=== maxpool2_relu ===
Fig. 1: maxpool2_relu, the metal 1 layer
Supply wires on this layer in grey.
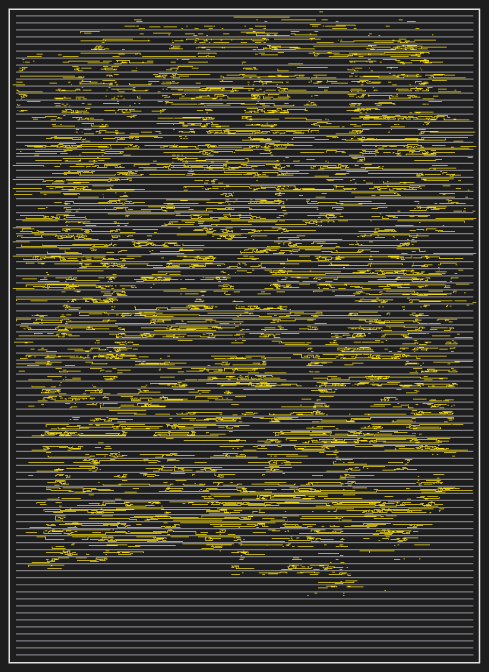

### src/rtl/maxpool2_relu.sv
// 2x2 max-pooling with ReLU and output saturation over three channels.
// Pixels arrive row-major, one per valid_in; each pooled result appears one cycle after its window closes.
module maxpool2_relu #(
  parameter int unsigned CONV_BIT = 14,
  parameter int unsigned OUT_BIT  = 12,
  parameter int unsigned IN_SIZE  = 8
) (
  input  logic                       clk,
  input  logic                       rst_n,
  input  logic                       valid_in,
  input  logic signed [CONV_BIT-1:0] conv_out_1,
  input  logic signed [CONV_BIT-1:0] conv_out_2,
  input  logic signed [CONV_BIT-1:0] conv_out_3,
  output logic signed [OUT_BIT-1:0]  max_value_1,
  output logic signed [OUT_BIT-1:0]  max_value_2,
  output logic signed [OUT_BIT-1:0]  max_value_3,
  output logic                       valid_out,
  output logic                       frame_done
);

  localparam int unsigned CW       = (IN_SIZE > 2) ? $clog2(IN_SIZE) : 1;
  localparam int unsigned HalfSize = IN_SIZE / 2;
  localparam int unsigned HW       = (HalfSize > 1) ? $clog2(HalfSize) : 1;
  localparam int unsigned PW       = CONV_BIT - 1;
  localparam logic [31:0] SatMax   = (32'd1 << (OUT_BIT - 1)) - 32'd1;

  logic [CW-1:0]               col_q, col_d, row_q, row_d;
  logic                        last_col, last_row;
  logic [HW-1:0]               lb_idx;
  logic signed [CONV_BIT-1:0]  pix    [3];
  logic [PW-1:0]               relu   [3];
  logic [PW-1:0]               hmax   [3];
  logic [PW-1:0]               pooled [3];
  logic [OUT_BIT-1:0]          sat    [3];
  logic [PW-1:0]               hold_q [3];
  // After ReLU every value is non-negative, so the sign bit is dropped from storage.
  logic [PW-1:0]               lb_q   [3][HalfSize];
  logic [OUT_BIT-1:0]          out_q  [3];
  logic                        valid_q, done_q;

  always_comb begin
    pix[0]   = conv_out_1;
    pix[1]   = conv_out_2;
    pix[2]   = conv_out_3;
    last_col = (col_q == CW'(IN_SIZE - 1));
    last_row = (row_q == CW'(IN_SIZE - 1));
    lb_idx   = HW'(col_q >> 1);
    for (int ch = 0; ch < 3; ch++) begin
      relu[ch]   = pix[ch][CONV_BIT-1] ? '0 : pix[ch][PW-1:0];
      hmax[ch]   = (relu[ch] > hold_q[ch]) ? relu[ch] : hold_q[ch];
      pooled[ch] = (lb_q[ch][lb_idx] > hmax[ch]) ? lb_q[ch][lb_idx] : hmax[ch];
      if (32'(pooled[ch]) > SatMax) sat[ch] = SatMax[OUT_BIT-1:0];
      else                          sat[ch] = OUT_BIT'(pooled[ch]);
    end
  end

  always_comb begin
    col_d = col_q;
    row_d = row_q;
    if (valid_in) begin
      if (last_col) begin
        col_d = '0;
        row_d = last_row ? '0 : row_q + CW'(1);
      end else begin
        col_d = col_q + CW'(1);
      end
    end
  end

  always_ff @(posedge clk or negedge rst_n) begin
    if (!rst_n) begin
      col_q   <= '0;
      row_q   <= '0;
      valid_q <= 1'b0;
      done_q  <= 1'b0;
      for (int ch = 0; ch < 3; ch++) begin
        hold_q[ch] <= '0;
        out_q[ch]  <= '0;
        for (int k = 0; k < int'(HalfSize); k++) lb_q[ch][k] <= '0;
      end
    end else begin
      col_q   <= col_d;
      row_q   <= row_d;
      valid_q <= valid_in && col_q[0] && row_q[0];
      done_q  <= valid_in && last_col && last_row;
      if (valid_in) begin
        for (int ch = 0; ch < 3; ch++) begin
          if (!col_q[0])      hold_q[ch]         <= relu[ch];
          else if (!row_q[0]) lb_q[ch][lb_idx]   <= hmax[ch];
          else                out_q[ch]          <= sat[ch];
        end
      end
    end
  end

  assign max_value_1 = out_q[0];
  assign max_value_2 = out_q[1];
  assign max_value_3 = out_q[2];
  assign valid_out   = valid_q;
  assign frame_done  = done_q;

endmodule

### config.mk
export PLATFORM = sky130hd
export DESIGN_NAME = maxpool2_relu
export DESIGN_NICKNAME = d
export VERILOG_FILES = /design/src/rtl/maxpool2_relu.sv
export SDC_FILE = /design/constraint.sdc
export NUM_CORES = 1
export LEC_CHECK = 0
export ABC_AREA = 1
export CAP_MARGIN = 40
export CORE_ASPECT_RATIO = 1.4
export CORE_MARGIN = 2
export CORE_UTILIZATION = 30
export DETAILED_ROUTE_END_ITERATION = 12
export PLACE_DENSITY = 0.42
export SLEW_MARGIN = 20
export SYNTH_ARGS = -nofsm -noshare
export SYNTH_HDL_FRONTEND = slang
export SYNTH_SLANG_ARGS = --single-unit
### constraint.sdc
create_clock -name clk -period 7.55 [get_ports clk]
set_input_delay 1.1325 -clock clk [delete_from_list [all_inputs] [get_ports clk]]
set_output_delay 1.1325 -clock clk [all_outputs]
set_load 0.05 [all_outputs]
=== hazard_forward_unit_flat ===
`src/rtl/hazard_forward_unit_if.sv`:
```
// hazard_forward_unit_if: ID-stage hazard inputs and EX-stage forwarding/stall outputs.
interface hazard_forward_unit_if #(
    parameter int REG_ADDR_W = 5,
    parameter int CNT_W = 32
);
    logic                  id_valid;
    logic [REG_ADDR_W-1:0] id_rs;
    logic [REG_ADDR_W-1:0] id_rt;
    logic                  id_uses_rt;
    logic [REG_ADDR_W-1:0] id_dst;
    logic                  id_reg_write;
    logic                  id_mem_read;
    logic                  flush;
    logic [1:0]            Forward_A;
    logic [1:0]            Forward_B;
    logic                  stall;
    logic [CNT_W-1:0]      stall_count;
    modport master (
        output id_valid, id_rs, id_rt, id_uses_rt, id_dst, id_reg_write, id_mem_read, flush,
        input  Forward_A, Forward_B, stall, stall_count
    );
    modport slave (
        input  id_valid, id_rs, id_rt, id_uses_rt, id_dst, id_reg_write, id_mem_read, flush,
        output Forward_A, Forward_B, stall, stall_count
    );
endinterface

```
`src/rtl/hazard_forward_unit.sv`:
```
// hazard_forward_unit: EX/MEM destination tracking, registered forward selects, load-use stall.
// Optional saturating stall counter enabled by HAZARD_PERF_CNT_EN.
module hazard_forward_unit #(
    parameter int REG_ADDR_W = 5,
    parameter int CNT_W = 32
) (
    input logic clk,
    input logic reset,
    hazard_forward_unit_if.slave bus
);
    logic [REG_ADDR_W-1:0] ex_dst_q, ex_dst_d, mem_dst_q, mem_dst_d;
    logic                  ex_wr_q, ex_wr_d, ex_ld_q, ex_ld_d, mem_wr_q, mem_wr_d;
    logic [1:0]            fwd_a_q, fwd_a_d, fwd_b_q, fwd_b_d;
    logic                  rs_ex, rt_ex, rs_mem, rt_mem, stall, bubble;
    always_comb begin
        rs_ex   = ex_wr_q && ex_dst_q == bus.id_rs && |bus.id_rs;
        rt_ex   = bus.id_uses_rt && ex_wr_q && ex_dst_q == bus.id_rt && |bus.id_rt;
        rs_mem  = mem_wr_q && mem_dst_q == bus.id_rs && |bus.id_rs;
        rt_mem  = bus.id_uses_rt && mem_wr_q && mem_dst_q == bus.id_rt && |bus.id_rt;
        stall   = bus.id_valid && !bus.flush && ex_ld_q && ex_wr_q && (rs_ex || rt_ex);
        bubble  = stall || bus.flush || !bus.id_valid;
        ex_dst_d  = bubble ? '0 : bus.id_dst;
        ex_wr_d   = !bubble && bus.id_reg_write;
        ex_ld_d   = !bubble && bus.id_mem_read;
        mem_dst_d = ex_dst_q;
        mem_wr_d  = ex_wr_q;
        // youngest producer (EX slot) wins over MEM
        fwd_a_d = bubble ? 2'b00 : rs_ex ? 2'b10 : rs_mem ? 2'b01 : 2'b00;
        fwd_b_d = bubble ? 2'b00 : rt_ex ? 2'b10 : rt_mem ? 2'b01 : 2'b00;
    end
    always_ff @(posedge clk) begin
        if (reset) begin
            ex_dst_q  <= '0;
            ex_wr_q   <= 1'b0;
            ex_ld_q   <= 1'b0;
            mem_dst_q <= '0;
            mem_wr_q  <= 1'b0;
            fwd_a_q   <= 2'b00;
            fwd_b_q   <= 2'b00;
        end else begin
            ex_dst_q  <= ex_dst_d;
            ex_wr_q   <= ex_wr_d;
            ex_ld_q   <= ex_ld_d;
            mem_dst_q <= mem_dst_d;
            mem_wr_q  <= mem_wr_d;
            fwd_a_q   <= fwd_a_d;
            fwd_b_q   <= fwd_b_d;
        end
    end
    assign bus.Forward_A = fwd_a_q;
    assign bus.Forward_B = fwd_b_q;
    assign bus.stall     = stall;
`ifdef HAZARD_PERF_CNT_EN
    logic [CNT_W-1:0] cnt_q, cnt_d;
    always_comb cnt_d = (stall && !(&cnt_q)) ? cnt_q + 1'b1 : cnt_q;
    always_ff @(posedge clk) begin
        if (reset) cnt_q <= '0;
        else cnt_q <= cnt_d;
    end
    assign bus.stall_count = cnt_q;
`else
    assign bus.stall_count = {CNT_W{1'b0}};
`endif
endmodule
```
`src/flat_wrapper.sv`:
```
// flat-port wrapper written by rule: the top's interface ports become plain ports
module hazard_forward_unit_flat 
#(
    parameter int REG_ADDR_W = 5,
    parameter int CNT_W = 32
)
  (clk, reset, bus_id_valid, bus_id_rs, bus_id_rt, bus_id_uses_rt, bus_id_dst, bus_id_reg_write, bus_id_mem_read, bus_flush, bus_Forward_A, bus_Forward_B, bus_stall, bus_stall_count);
  hazard_forward_unit_if #(.REG_ADDR_W(REG_ADDR_W), .CNT_W(CNT_W)) bus_i ();
  input logic clk;
  input logic reset;
  input wire logic [$bits(bus_i.id_valid)-1:0] bus_id_valid;
  input wire logic [$bits(bus_i.id_rs)-1:0] bus_id_rs;
  input wire logic [$bits(bus_i.id_rt)-1:0] bus_id_rt;
  input wire logic [$bits(bus_i.id_uses_rt)-1:0] bus_id_uses_rt;
  input wire logic [$bits(bus_i.id_dst)-1:0] bus_id_dst;
  input wire logic [$bits(bus_i.id_reg_write)-1:0] bus_id_reg_write;
  input wire logic [$bits(bus_i.id_mem_read)-1:0] bus_id_mem_read;
  input wire logic [$bits(bus_i.flush)-1:0] bus_flush;
  output wire logic [$bits(bus_i.Forward_A)-1:0] bus_Forward_A;
  output wire logic [$bits(bus_i.Forward_B)-1:0] bus_Forward_B;
  output wire logic [$bits(bus_i.stall)-1:0] bus_stall;
  output wire logic [$bits(bus_i.stall_count)-1:0] bus_stall_count;
  assign bus_i.id_valid = bus_id_valid;
  assign bus_i.id_rs = bus_id_rs;
  assign bus_i.id_rt = bus_id_rt;
  assign bus_i.id_uses_rt = bus_id_uses_rt;
  assign bus_i.id_dst = bus_id_dst;
  assign bus_i.id_reg_write = bus_id_reg_write;
  assign bus_i.id_mem_read = bus_id_mem_read;
  assign bus_i.flush = bus_flush;
  assign bus_Forward_A = bus_i.Forward_A;
  assign bus_Forward_B = bus_i.Forward_B;
  assign bus_stall = bus_i.stall;
  assign bus_stall_count = bus_i.stall_count;
  hazard_forward_unit #(.REG_ADDR_W(REG_ADDR_W), .CNT_W(CNT_W)) u_core (.clk(clk), .reset(reset), .bus(bus_i));
endmodule
```
`config.mk`:
```
export PLATFORM = sky130hd
export DESIGN_NAME = hazard_forward_unit_flat
export DESIGN_NICKNAME = d
export VERILOG_FILES = /design/src/rtl/hazard_forward_unit_if.sv /design/src/rtl/hazard_forward_unit.sv /design/src/flat_wrapper.sv
export SDC_FILE = /design/constraint.sdc
export NUM_CORES = 1
export LEC_CHECK = 0
export CAP_MARGIN = 20
export CELL_PAD_IN_SITES_DETAIL_PLACEMENT = 1
export CELL_PAD_IN_SITES_GLOBAL_PLACEMENT = 1
export CORE_ASPECT_RATIO = 0.9
export CORE_MARGIN = 3
export CORE_UTILIZATION = 29
export DETAILED_ROUTE_END_ITERATION = 6
export MAX_ROUTING_LAYER = met4
export PLACE_DENSITY = 0.87
export SLEW_MARGIN = 20
export SYNTH_ARGS = -nofsm -noshare
export SYNTH_HDL_FRONTEND = slang
export SYNTH_SLANG_ARGS = --single-unit
```
`constraint.sdc`:
```
create_clock -name clk -period 3.2 [get_ports clk]
set_clock_uncertainty 0.05 [all_clocks]
set_input_delay 0.64 -clock clk [delete_from_list [all_inputs] [get_ports clk]]
set_output_delay 0.64 -clock clk [all_outputs]
set_load 0.005 [all_outputs]
```
=== imem_loader ===
`src/rtl/imem_loader.sv`:
```
// imem_loader: assembles a length-prefixed, XOR-checksummed big-endian byte stream into instruction memory words and releases CPU reset once verified
// ports: clk/rst (async active-low) | start | in_data/in_valid/in_ready byte stream
//        wr_en/wr_addr/wr_data imem write port | cpu_rst_n | busy/done/err status
module imem_loader #(
  parameter int               ADDR_W    = 16,
  parameter logic [ADDR_W-1:0] BASE_ADDR = '0,
  parameter int               MAX_WORDS = 1024
) (
  input  logic              clk,
  input  logic              rst,
  input  logic              start,
  input  logic [7:0]        in_data,
  input  logic              in_valid,
  output logic              in_ready,
  output logic              wr_en,
  output logic [ADDR_W-1:0] wr_addr,
  output logic [31:0]       wr_data,
  output logic              cpu_rst_n,
  output logic              busy,
  output logic              done,
  output logic              err
);
  typedef enum logic [2:0] {IDLE, LEN_HI, LEN_LO, DATA, WRITE, CHK, DONE, ERR} state_t;
  state_t state, nxt;
  logic [15:0] len, word_cnt, n;
  logic [23:0] shreg;
  logic [7:0]  xacc;
  logic [1:0]  byte_cnt;
  logic        xfer, idle_like, go;
  assign n         = {len[15:8], in_data};
  assign idle_like = state inside {IDLE, DONE, ERR};
  assign go        = idle_like & start;
  assign xfer      = in_valid & in_ready;
  always_comb begin
    nxt       = state;
    in_ready  = state inside {LEN_HI, LEN_LO, DATA, CHK};
    wr_en     = state == WRITE;
    busy      = !idle_like;
    done      = state == DONE;
    err       = state == ERR;
    cpu_rst_n = state == DONE;
    case (state)
      IDLE, DONE, ERR: nxt = start ? LEN_HI : state;
      LEN_HI:          nxt = xfer ? LEN_LO : state;
      LEN_LO:          nxt = !xfer ? state : 32'(n) > MAX_WORDS ? ERR : n == 16'd0 ? CHK : DATA;
      DATA:            nxt = xfer && byte_cnt == 2'd3 ? WRITE : state;
      WRITE:           nxt = word_cnt + 16'd1 == len ? CHK : DATA;
      CHK:             nxt = !xfer ? state : xacc == in_data ? DONE : ERR;
      default:         nxt = IDLE;
    endcase
  end
  always_ff @(posedge clk or negedge rst) begin
    if (!rst) begin
      state    <= IDLE;
      len      <= '0;
      word_cnt <= '0;
      byte_cnt <= '0;
      xacc     <= '0;
      shreg    <= '0;
      wr_addr  <= BASE_ADDR;
      wr_data  <= '0;
    end else begin
      state <= nxt;
      if (go) begin
        word_cnt <= '0;
        byte_cnt <= '0;
        xacc     <= '0;
      end
      // the checksum byte itself never enters the running XOR
      if (xfer && state != CHK) xacc <= xacc ^ in_data;
      if (xfer && state == LEN_HI) len[15:8] <= in_data;
      if (xfer && state == LEN_LO) len[7:0] <= in_data;
      if (xfer && state == DATA) begin
        shreg    <= {shreg[15:0], in_data};
        byte_cnt <= byte_cnt + 2'd1;
        // latch the write beat early so address/data are valid throughout WRITE
        if (byte_cnt == 2'd3) begin
          wr_addr <= BASE_ADDR + ADDR_W'(word_cnt);
          wr_data <= {shreg, in_data};
        end
      end
      if (state == WRITE) begin
        word_cnt <= word_cnt + 16'd1;
        byte_cnt <= '0;
      end
    end
  end
endmodule

```
`config.mk`:
```
export PLATFORM = sky130hd
export DESIGN_NAME = imem_loader
export DESIGN_NICKNAME = d
export VERILOG_FILES = /design/src/rtl/imem_loader.sv
export SDC_FILE = /design/constraint.sdc
export NUM_CORES = 1
export LEC_CHECK = 0
export CELL_PAD_IN_SITES_DETAIL_PLACEMENT = 0
export CELL_PAD_IN_SITES_GLOBAL_PLACEMENT = 1
export CORE_UTILIZATION = 44
export DETAILED_ROUTE_END_ITERATION = 10
export HOLD_SLACK_MARGIN = 0.03
export PLACE_DENSITY = 0.88
export SLEW_MARGIN = 20
export SYNTH_ARGS = -nofsm -noshare
export SYNTH_HDL_FRONTEND = slang
export SYNTH_SLANG_ARGS = --single-unit
```
`constraint.sdc`:
```
create_clock -name clk -period 2.7 [get_ports clk]
set_input_delay 0.54 -clock clk [delete_from_list [all_inputs] [get_ports clk]]
set_output_delay 0.54 -clock clk [all_outputs]
set_load 0.02 [all_outputs]
```
Fig. 2: hazard_forward_unit_flat, the metal 1 layer
Supply wires on this layer in grey.
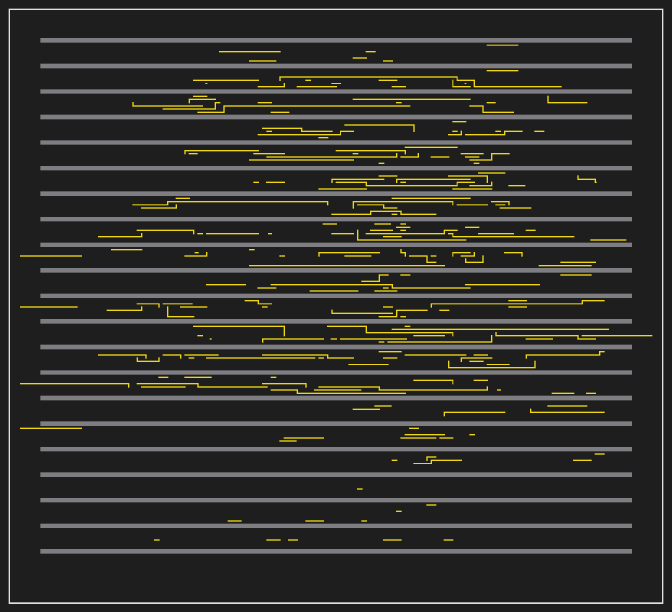
wire length on this layer: 963 µm
longest straight run: 23.0 µm
main direction: horizontal
nets with wire on the layer: 137
share of all routed wire: 42%
via count: 779
Routed WL: 2300 µm
grt met1 use: 13.6%

==> CHANGELOG.md, hazard_forward_unit_flat <==
## Flow update

- Status: finished, final reports clean
- RR Startpoint: u_core.ex_dst_q[0]
- DR iter-0 viols: 6
- Post-DP HPWL: 1980 µm
- CP delay by family, top: buffers and inverters
- Vias in the first global route: 801
- Clock group share of total power: 35.9%
- Pleak: 0.647 nW
- Max Clk Rate: 0.326 GHz
- Critical path peak fanout: 2
- GR Overflow Total: 0
- Grt met2 use: 18.6%
- Largest registers: u_core.ex_dst_q x5, u_core.mem_dst_q x5
- Dominant kind of cell: logic gates
- Area grow syn2layout: 31.8%
- Flop share of the area: 24.6%
- CP Depth: 8
- DR WL met2: 1150 µm
- Port Buffers: 26
- YS warnings: 0
- Seq power: 0.219 mW
- Buf+Inv Stages, Crit Path: 4
- Final setup vio count: 0
==> hazard_forward_unit_flat: cell usage in the layout (no fill, tap or decap), drive strengths merged, types with 3 or more instances in the layout <==
| cell | synthesis | final |
|---|---|---|
| conb | 1 | 32 |
| clkdlybuf4s50 | 0 | 23 |
| dfxtp | 17 | 17 |
| xor2 | 14 | 14 |
| buf | 32 | 13 |
| nor2 | 11 | 11 |
| nand2 | 9 | 9 |
| xnor2 | 6 | 6 |
| nor2b | 4 | 4 |
| nor4 | 4 | 4 |
| clkbuf | 0 | 3 |
| dlygate4sd2 | 0 | 3 |
| or4 | 3 | 3 |
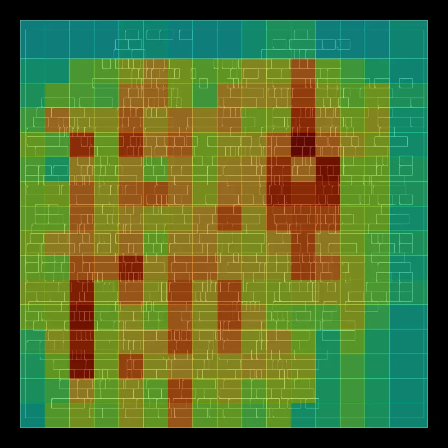
Fig. 3. Track usage over the die (imem_loader).
grt met2 use: 33.4%
GR Util met3: 5.40%
GR peak layer: met2
gr usage total: 21.5%
post-layout util: 58.5%

==> CHANGELOG.md, imem_loader <==
## Flow update

- Pre-CTS setup slack: 0.327 ns
- Nets: 622
- Port Buffers: 65
- Setup TNS Final: 0 ns
- Status: finished, final reports clean
- Crit share post-route: 92.2%
- Largest net degree at the start of global routing: 44
- Flop share of the area: 41.2%
- Grt met1 use: 29.1%
- P_int: 4.86 mW
- Count leader, synth: dfrtp_1
- Critical path's largest stage delay: 0.60 ns
- Synth top cells by count: dfrtp_1 (117), nand2_1 (111), mux2_2 (61)
- Tap cells: 168
- Log Warnings: 26
- Clk_buf instances: 20
- Worst-path cell chain: nor2_1 > nand2_1 > clkinv_1 > clkdlybuf4s50_1
- YS warnings: 0
- XORs/XNORs by Area: 4.90%
- H-Tree Level Count: 4
- ANT nets after route: 0
- CP max-delay cell: clkdlybuf4s50_1
- FP Util: 45.5%
==> imem_loader: critical path, delay by kind of cell (launching register included) <==
family / cells / cell delay [ns]
buffers and inverters: 2 / 0.68
flip-flops: 1 / 0.47
AND/OR/NAND/NOR: 2 / 0.38
==> imem_loader: sequential cells by signal, summed over array words and instances, names as in the netlist <==
name,flops
wr_data,32
shreg,24
len,16
word_cnt,16
wr_addr,16
xacc,8
state,3
byte_cnt,2
Fig. 4: maxpool2_relu, metal 4
Bar = 50 µm. Supply wires on this layer in grey.
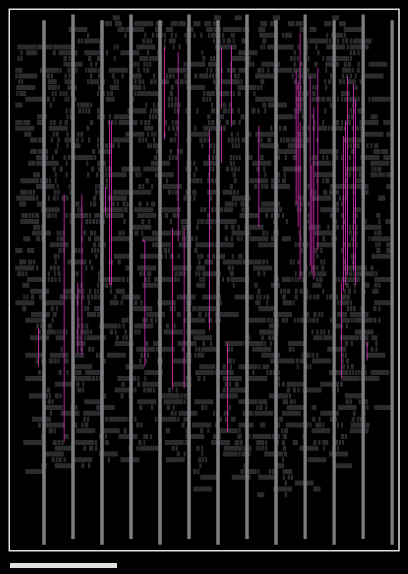
nets with wire on the layer: 27
wire length on this layer: 2020 µm
Routed WL: 41000 µm
via count: 11000

Notes on Fig. 1 above:
wire length on this layer: 16000 µm
longest straight run: 45.3 µm
main direction: horizontal
grt met1 use: 19.7%

==> CHANGELOG.md, maxpool2_relu <==
## Flow update

- Commonest non-fill, non-tap cells in the layout: nand2_1 (497), dfrtp_1 (239), o21ai_0 (213)
- Vias in the first global route: 11600
- Tmin final: 5.71 ns
- Ports: 83
- CP delay by family, top: simple AND/OR/NAND/NOR gates
- Worst Setup End Kind: register
- CTS Buffer Depth: 3
- Critical path's largest stage delay: 0.51 ns
- Placed cell count: 2291
- Dominant kind of cell: logic gates
- Cell taking the most area after synthesis: dfrtp_1
- Die Span Y: 253 µm
- Mapped Cells: 1724
- Status: finished, final reports clean
- Max FFs per register: 156
- ANT nets after route: 0
- Clk. pwr: 1.45 mW
- FP Util: 30.2%
- Kind of critical path: primary input to register
-- maxpool2_relu: layer usage --
metal	wire (µm)	track usage [%]	share of wire, %	up-vias
met4	2020	8.69	4.9	0
met2	21900	35.2	53	191
met3	1120	2.02	2.7	76
met5	0	0	0	-
li1	-	-	-	5612
met1	16000	19.7	39	5156
-- maxpool2_relu: cell families (layout without fill, tap and decap cells) --
group                      count (synthesis)  after routing  share of synthesized area, %
and+or+nand+nor                          806            806                          25.5
AOI/OAI and AO/OA                        307            307                          12.7
buffers and inverters                    290            350                          8.88
DFF                                      239            239                          45.2
adders and majority gates                 82             82                          7.75

=== wb_rr_arbiter ===
[config.mk]
export PLATFORM = sky130hd
export DESIGN_NAME = wb_rr_arbiter
export DESIGN_NICKNAME = d
export VERILOG_FILES = /design/src/rtl/wb_rr_arbiter.sv
export SDC_FILE = /design/constraint.sdc
export NUM_CORES = 1
export LEC_CHECK = 0
export ABC_AREA = 1
export CORE_AREA = 2 2 111 113
export DETAILED_ROUTE_END_ITERATION = 7
export DIE_AREA = 0 0 113 115
export GPL_TIMING_DRIVEN = 0
export MAX_ROUTING_LAYER = met4
export RECOVER_POWER = 25
export SLEW_MARGIN = 20
export SYNTH_ARGS = -nofsm -noshare
export SYNTH_HDL_FRONTEND = slang
export SYNTH_SLANG_ARGS = --single-unit
export TNS_END_PERCENT = 30
[constraint.sdc]
create_clock -name clk_i -period 1.3 [get_ports clk_i]
set_clock_uncertainty 0.2 [all_clocks]
set_input_delay 0.195 -clock clk_i [delete_from_list [all_inputs] [get_ports clk_i]]
set_output_delay 0.195 -clock clk_i [all_outputs]
set_load 0.01 [all_outputs]
[src/rtl/wb_rr_arbiter.sv]
// Wishbone arbiter: NCHAN masters share one slave port. Arbitration is round-robin or
// fixed-priority, the owner keeps the bus while its cyc stays high, and an optional ack timeout applies.
module wb_rr_arbiter #(
  parameter int NCHAN   = 2,
  parameter int AWIDTH  = 32,
  parameter int DWIDTH  = 32,
  parameter int MODE    = 1,
  parameter int TIMEOUT = 0
) (
  input  logic                        clk_i,
  input  logic                        rst_i,
  input  logic [NCHAN-1:0]            m_cyc_i,
  input  logic [NCHAN-1:0]            m_stb_i,
  input  logic [NCHAN-1:0]            m_we_i,
  input  logic [NCHAN*AWIDTH-1:0]     m_adr_i,
  input  logic [NCHAN*DWIDTH-1:0]     m_dat_i,
  input  logic [NCHAN*(DWIDTH/8)-1:0] m_sel_i,
  output logic [DWIDTH-1:0]           m_dat_o,
  output logic [NCHAN-1:0]            m_ack_o,
  output logic [NCHAN-1:0]            m_err_o,
  output logic [NCHAN-1:0]            grant_o,
  output logic                        s_cyc_o,
  output logic                        s_stb_o,
  output logic                        s_we_o,
  output logic [AWIDTH-1:0]           s_adr_o,
  output logic [DWIDTH-1:0]           s_dat_o,
  output logic [DWIDTH/8-1:0]         s_sel_o,
  input  logic [DWIDTH-1:0]           s_dat_i,
  input  logic                        s_ack_i
);

  localparam int SELW   = DWIDTH / 8;
  localparam int LW     = $clog2(NCHAN);
  localparam int CW     = (TIMEOUT > 0) ? $clog2(TIMEOUT + 1) : 1;
  localparam int TLIM_I = (TIMEOUT > 0) ? TIMEOUT - 1 : 0;
  localparam logic [CW-1:0] TLIM = CW'(TLIM_I);

  typedef enum logic {IDLE, OWN} state_e;

  state_e           state_q, state_d;
  logic [NCHAN-1:0] grant_q, grant_d;
  logic [NCHAN-1:0] err_q, err_d;
  logic [LW-1:0]    last_q, last_d;
  logic [CW-1:0]    cnt_q, cnt_d;
  logic [LW-1:0]    win_idx;
  logic [LW-1:0]    scan_idx;
  logic             win_found;
  logic             stall;
  logic             expire;

  // Winner search over the current requests; round-robin starts one past the last owner.
  always_comb begin
    win_found = 1'b0;
    win_idx   = '0;
    scan_idx  = '0;
    if (MODE == 1) begin
      for (int k = 1; k <= NCHAN; k++) begin
        scan_idx = LW'((int'(last_q) + k) % NCHAN);
        if (!win_found && m_cyc_i[scan_idx]) begin
          win_found = 1'b1;
          win_idx   = scan_idx;
        end
      end
    end else begin
      for (int k = 0; k < NCHAN; k++) begin
        scan_idx = LW'(k);
        if (!win_found && m_cyc_i[scan_idx]) begin
          win_found = 1'b1;
          win_idx   = scan_idx;
        end
      end
    end
  end

  // Slave-side AND-OR mux: with no grant every term is zero.
  logic [NCHAN:0][AWIDTH-1:0] adr_acc;
  logic [NCHAN:0][DWIDTH-1:0] dat_acc;
  logic [NCHAN:0][SELW-1:0]   sel_acc;
  logic [NCHAN:0]             we_acc;

  assign adr_acc[0] = '0;
  assign dat_acc[0] = '0;
  assign sel_acc[0] = '0;
  assign we_acc[0]  = 1'b0;

  for (genvar gi = 0; gi < NCHAN; gi++) begin : g_mux
    assign adr_acc[gi+1] = adr_acc[gi] | (m_adr_i[gi*AWIDTH +: AWIDTH] & {AWIDTH{grant_q[gi]}});
    assign dat_acc[gi+1] = dat_acc[gi] | (m_dat_i[gi*DWIDTH +: DWIDTH] & {DWIDTH{grant_q[gi]}});
    assign sel_acc[gi+1] = sel_acc[gi] | (m_sel_i[gi*SELW +: SELW] & {SELW{grant_q[gi]}});
    assign we_acc[gi+1]  = we_acc[gi] | (m_we_i[gi] & grant_q[gi]);
  end

  assign s_adr_o = adr_acc[NCHAN];
  assign s_dat_o = dat_acc[NCHAN];
  assign s_sel_o = sel_acc[NCHAN];
  assign s_we_o  = we_acc[NCHAN];
  assign s_cyc_o = |(m_cyc_i & grant_q);
  assign s_stb_o = |(m_stb_i & grant_q);

  assign m_dat_o = s_dat_i;
  assign m_ack_o = grant_q & {NCHAN{s_ack_i}};
  assign m_err_o = err_q;
  assign grant_o = grant_q;

  // A simultaneous ack suppresses expiry because stall requires no ack.
  assign stall  = s_stb_o & ~s_ack_i;
  assign expire = (TIMEOUT > 0) && (state_q == OWN) && stall && (cnt_q == TLIM);

  always_comb begin
    state_d = state_q;
    grant_d = grant_q;
    last_d  = last_q;
    err_d   = '0;
    case (state_q)
      IDLE: begin
        if (win_found) begin
          state_d          = OWN;
          grant_d          = '0;
          grant_d[win_idx] = 1'b1;
          last_d           = win_idx;
        end
      end
      OWN: begin
        if (expire) begin
          // Forced release: the next arbitration happens from IDLE one edge later.
          err_d   = grant_q;
          grant_d = '0;
          state_d = IDLE;
        end else if (!m_cyc_i[last_q]) begin
          grant_d = '0;
          if (win_found) begin
            grant_d[win_idx] = 1'b1;
            last_d           = win_idx;
          end else begin
            state_d = IDLE;
          end
        end
      end
      default: begin
        state_d = IDLE;
        grant_d = '0;
      end
    endcase

    cnt_d = cnt_q;
    if ((TIMEOUT == 0) || s_ack_i || (grant_d != grant_q)) begin
      cnt_d = '0;
    end else if (stall) begin
      cnt_d = cnt_q + CW'(1);
    end
  end

  always_ff @(posedge clk_i or negedge rst_i) begin
    if (!rst_i) begin
      state_q <= IDLE;
      grant_q <= '0;
      last_q  <= LW'(NCHAN - 1);
      cnt_q   <= '0;
      err_q   <= '0;
    end else begin
      state_q <= state_d;
      grant_q <= grant_d;
      last_q  <= last_d;
      cnt_q   <= cnt_d;
      err_q   <= err_d;
    end
  end

endmodule

Fig. 5: wb_rr_arbiter, placed cells, one colour a class
Bar = 20 µm. Fill, decap, tap and diode cells in grey.
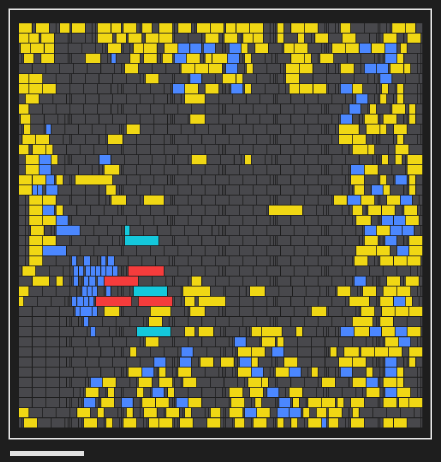
[cyan] clock drivers and dummy loads | cells: 4 | share of their area: 2.1%
[blue] remaining logic cells | cells: 105 | share of their area: 21%
[yellow] remaining buffers and delay cells | cells: 313 | share of their area: 75%
[red] registers | cells: 4 | share of their area: 2.7%
row count: 40
fin area: 0.00397 mm²
flop share of the area: 2.58%
Core ar.: 0.0118 mm²

Fig. 6: wb_rr_arbiter, I/O nets highlighted
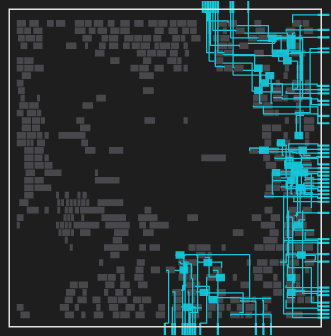
[cyan] m_adr_i | bits: 64 | direction: input | edge: 40 right, 14 bottom, 10 top | end cells: 32 | buffers: 64 | wire: 1880 µm
Port Buffers: 251
Ports: 286

==> CHANGELOG.md <==
## Flow update

- R2R setup slack: 0 ns
- Final setup vio count: 74
- DR DRC count: 19
- Flop Count: 4
- Most used DFF post-synth: dfrtp_1
- Type of the worst min-delay path: primary input to register
- Count of non-CTS inverters in the layout: 7
- Status: finished with violations
- Non-clock buffers: 313
- Violated checks: design-rule violations, negative setup slack
- P_int: 3.19 mW
- Post-synth top area share: 46.2%
- Setup ws final: -0.488 ns
- Mapped Cells: 158
- Gr usage total: 12.8%
- Worst Hold Slack: 0.110 ns
- CTS Buffer Depth: 2
- Number of enable flip-flop cells: 0
- Post-layout util: 33.6%
- Synth Seq Share: 7.86%
- Placed cell count: 557
- Die area: 0.0130 mm²
- DP Area: 0.00399 mm²
Fig. 7: wb_rr_arbiter, the metal 1 layer
Supply wires on this layer in grey.
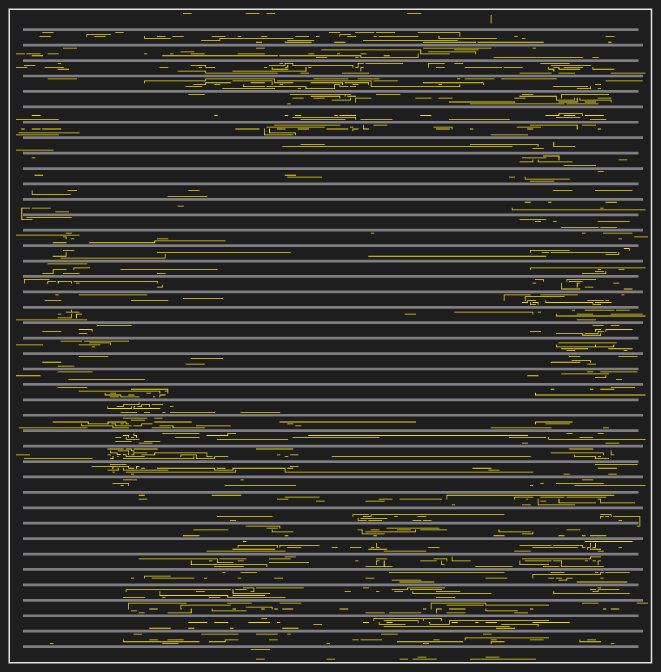
wire length on this layer: 3350 µm
longest straight run: 43.7 µm
share of all routed wire: 37%
main direction: horizontal
nets with wire on the layer: 510
Routed WL: 9090 µm
via count: 2265
grt met1 use: 14.6%

worst register-to-register path: stages, from the launching register on:
cell and delay (ns):
dfrtp_2 0.44, buf_12 0.17, buf_16 0.13, buf_4 0.12, nand3_1 0.07, nand2_1 0.05
kinds of logic (layout without fill, tap and decap cells):
| logic type | after synthesis | in the layout | synth area share [%] |
|---|---|---|---|
| AND/OR/NAND/NOR | 24 | 24 | 7.47 |
| flip-flops | 4 | 4 | 7.86 |
| buffers and inverters | 57 | 324 | 35.5 |
| other | 1 | 2 | 0.291 |
| AND-OR/OR-AND | 72 | 72 | 48.9 |


==> gallery <==
Placed cells, one colour a class.
picture 1
Bar = 50 µm. Fill, decap, tap and diode cells in grey.
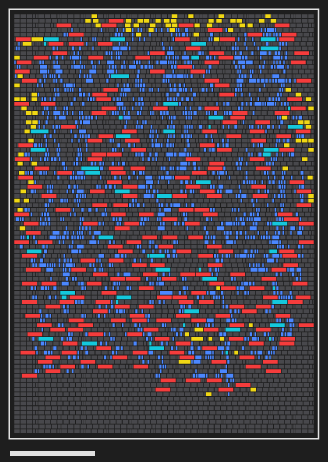
picture 2
Bar = 20 µm. Fill, decap, tap and diode cells in grey.
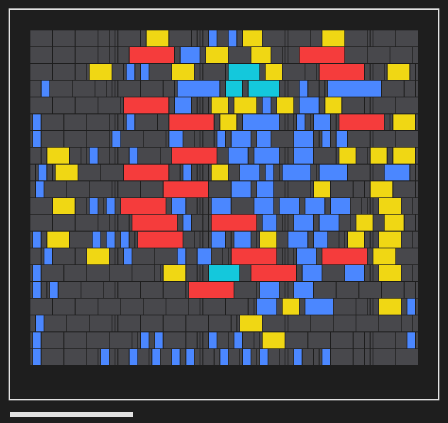
picture 3
Bar = 20 µm. Fill, decap, tap and diode cells in grey.
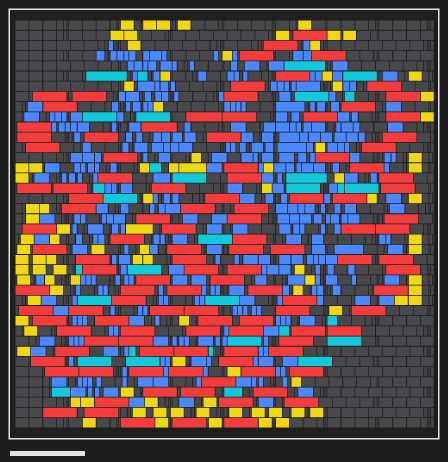
- imem_loader = picture 3
- hazard_forward_unit_flat = picture 2
- maxpool2_relu = picture 1
Of these, most cells: picture 1
Of these, largest die: picture 1

Key to picture 3:
[blue] remaining logic cells | cells: 375 | share of their area: 36%
[yellow] remaining buffers and delay cells | cells: 96 | share of their area: 13%
[red] registers | cells: 117 | share of their area: 42%
[cyan] clock drivers and dummy loads | cells: 32 | share of their area: 8.8%

Power and IR drop assume default switching activity.
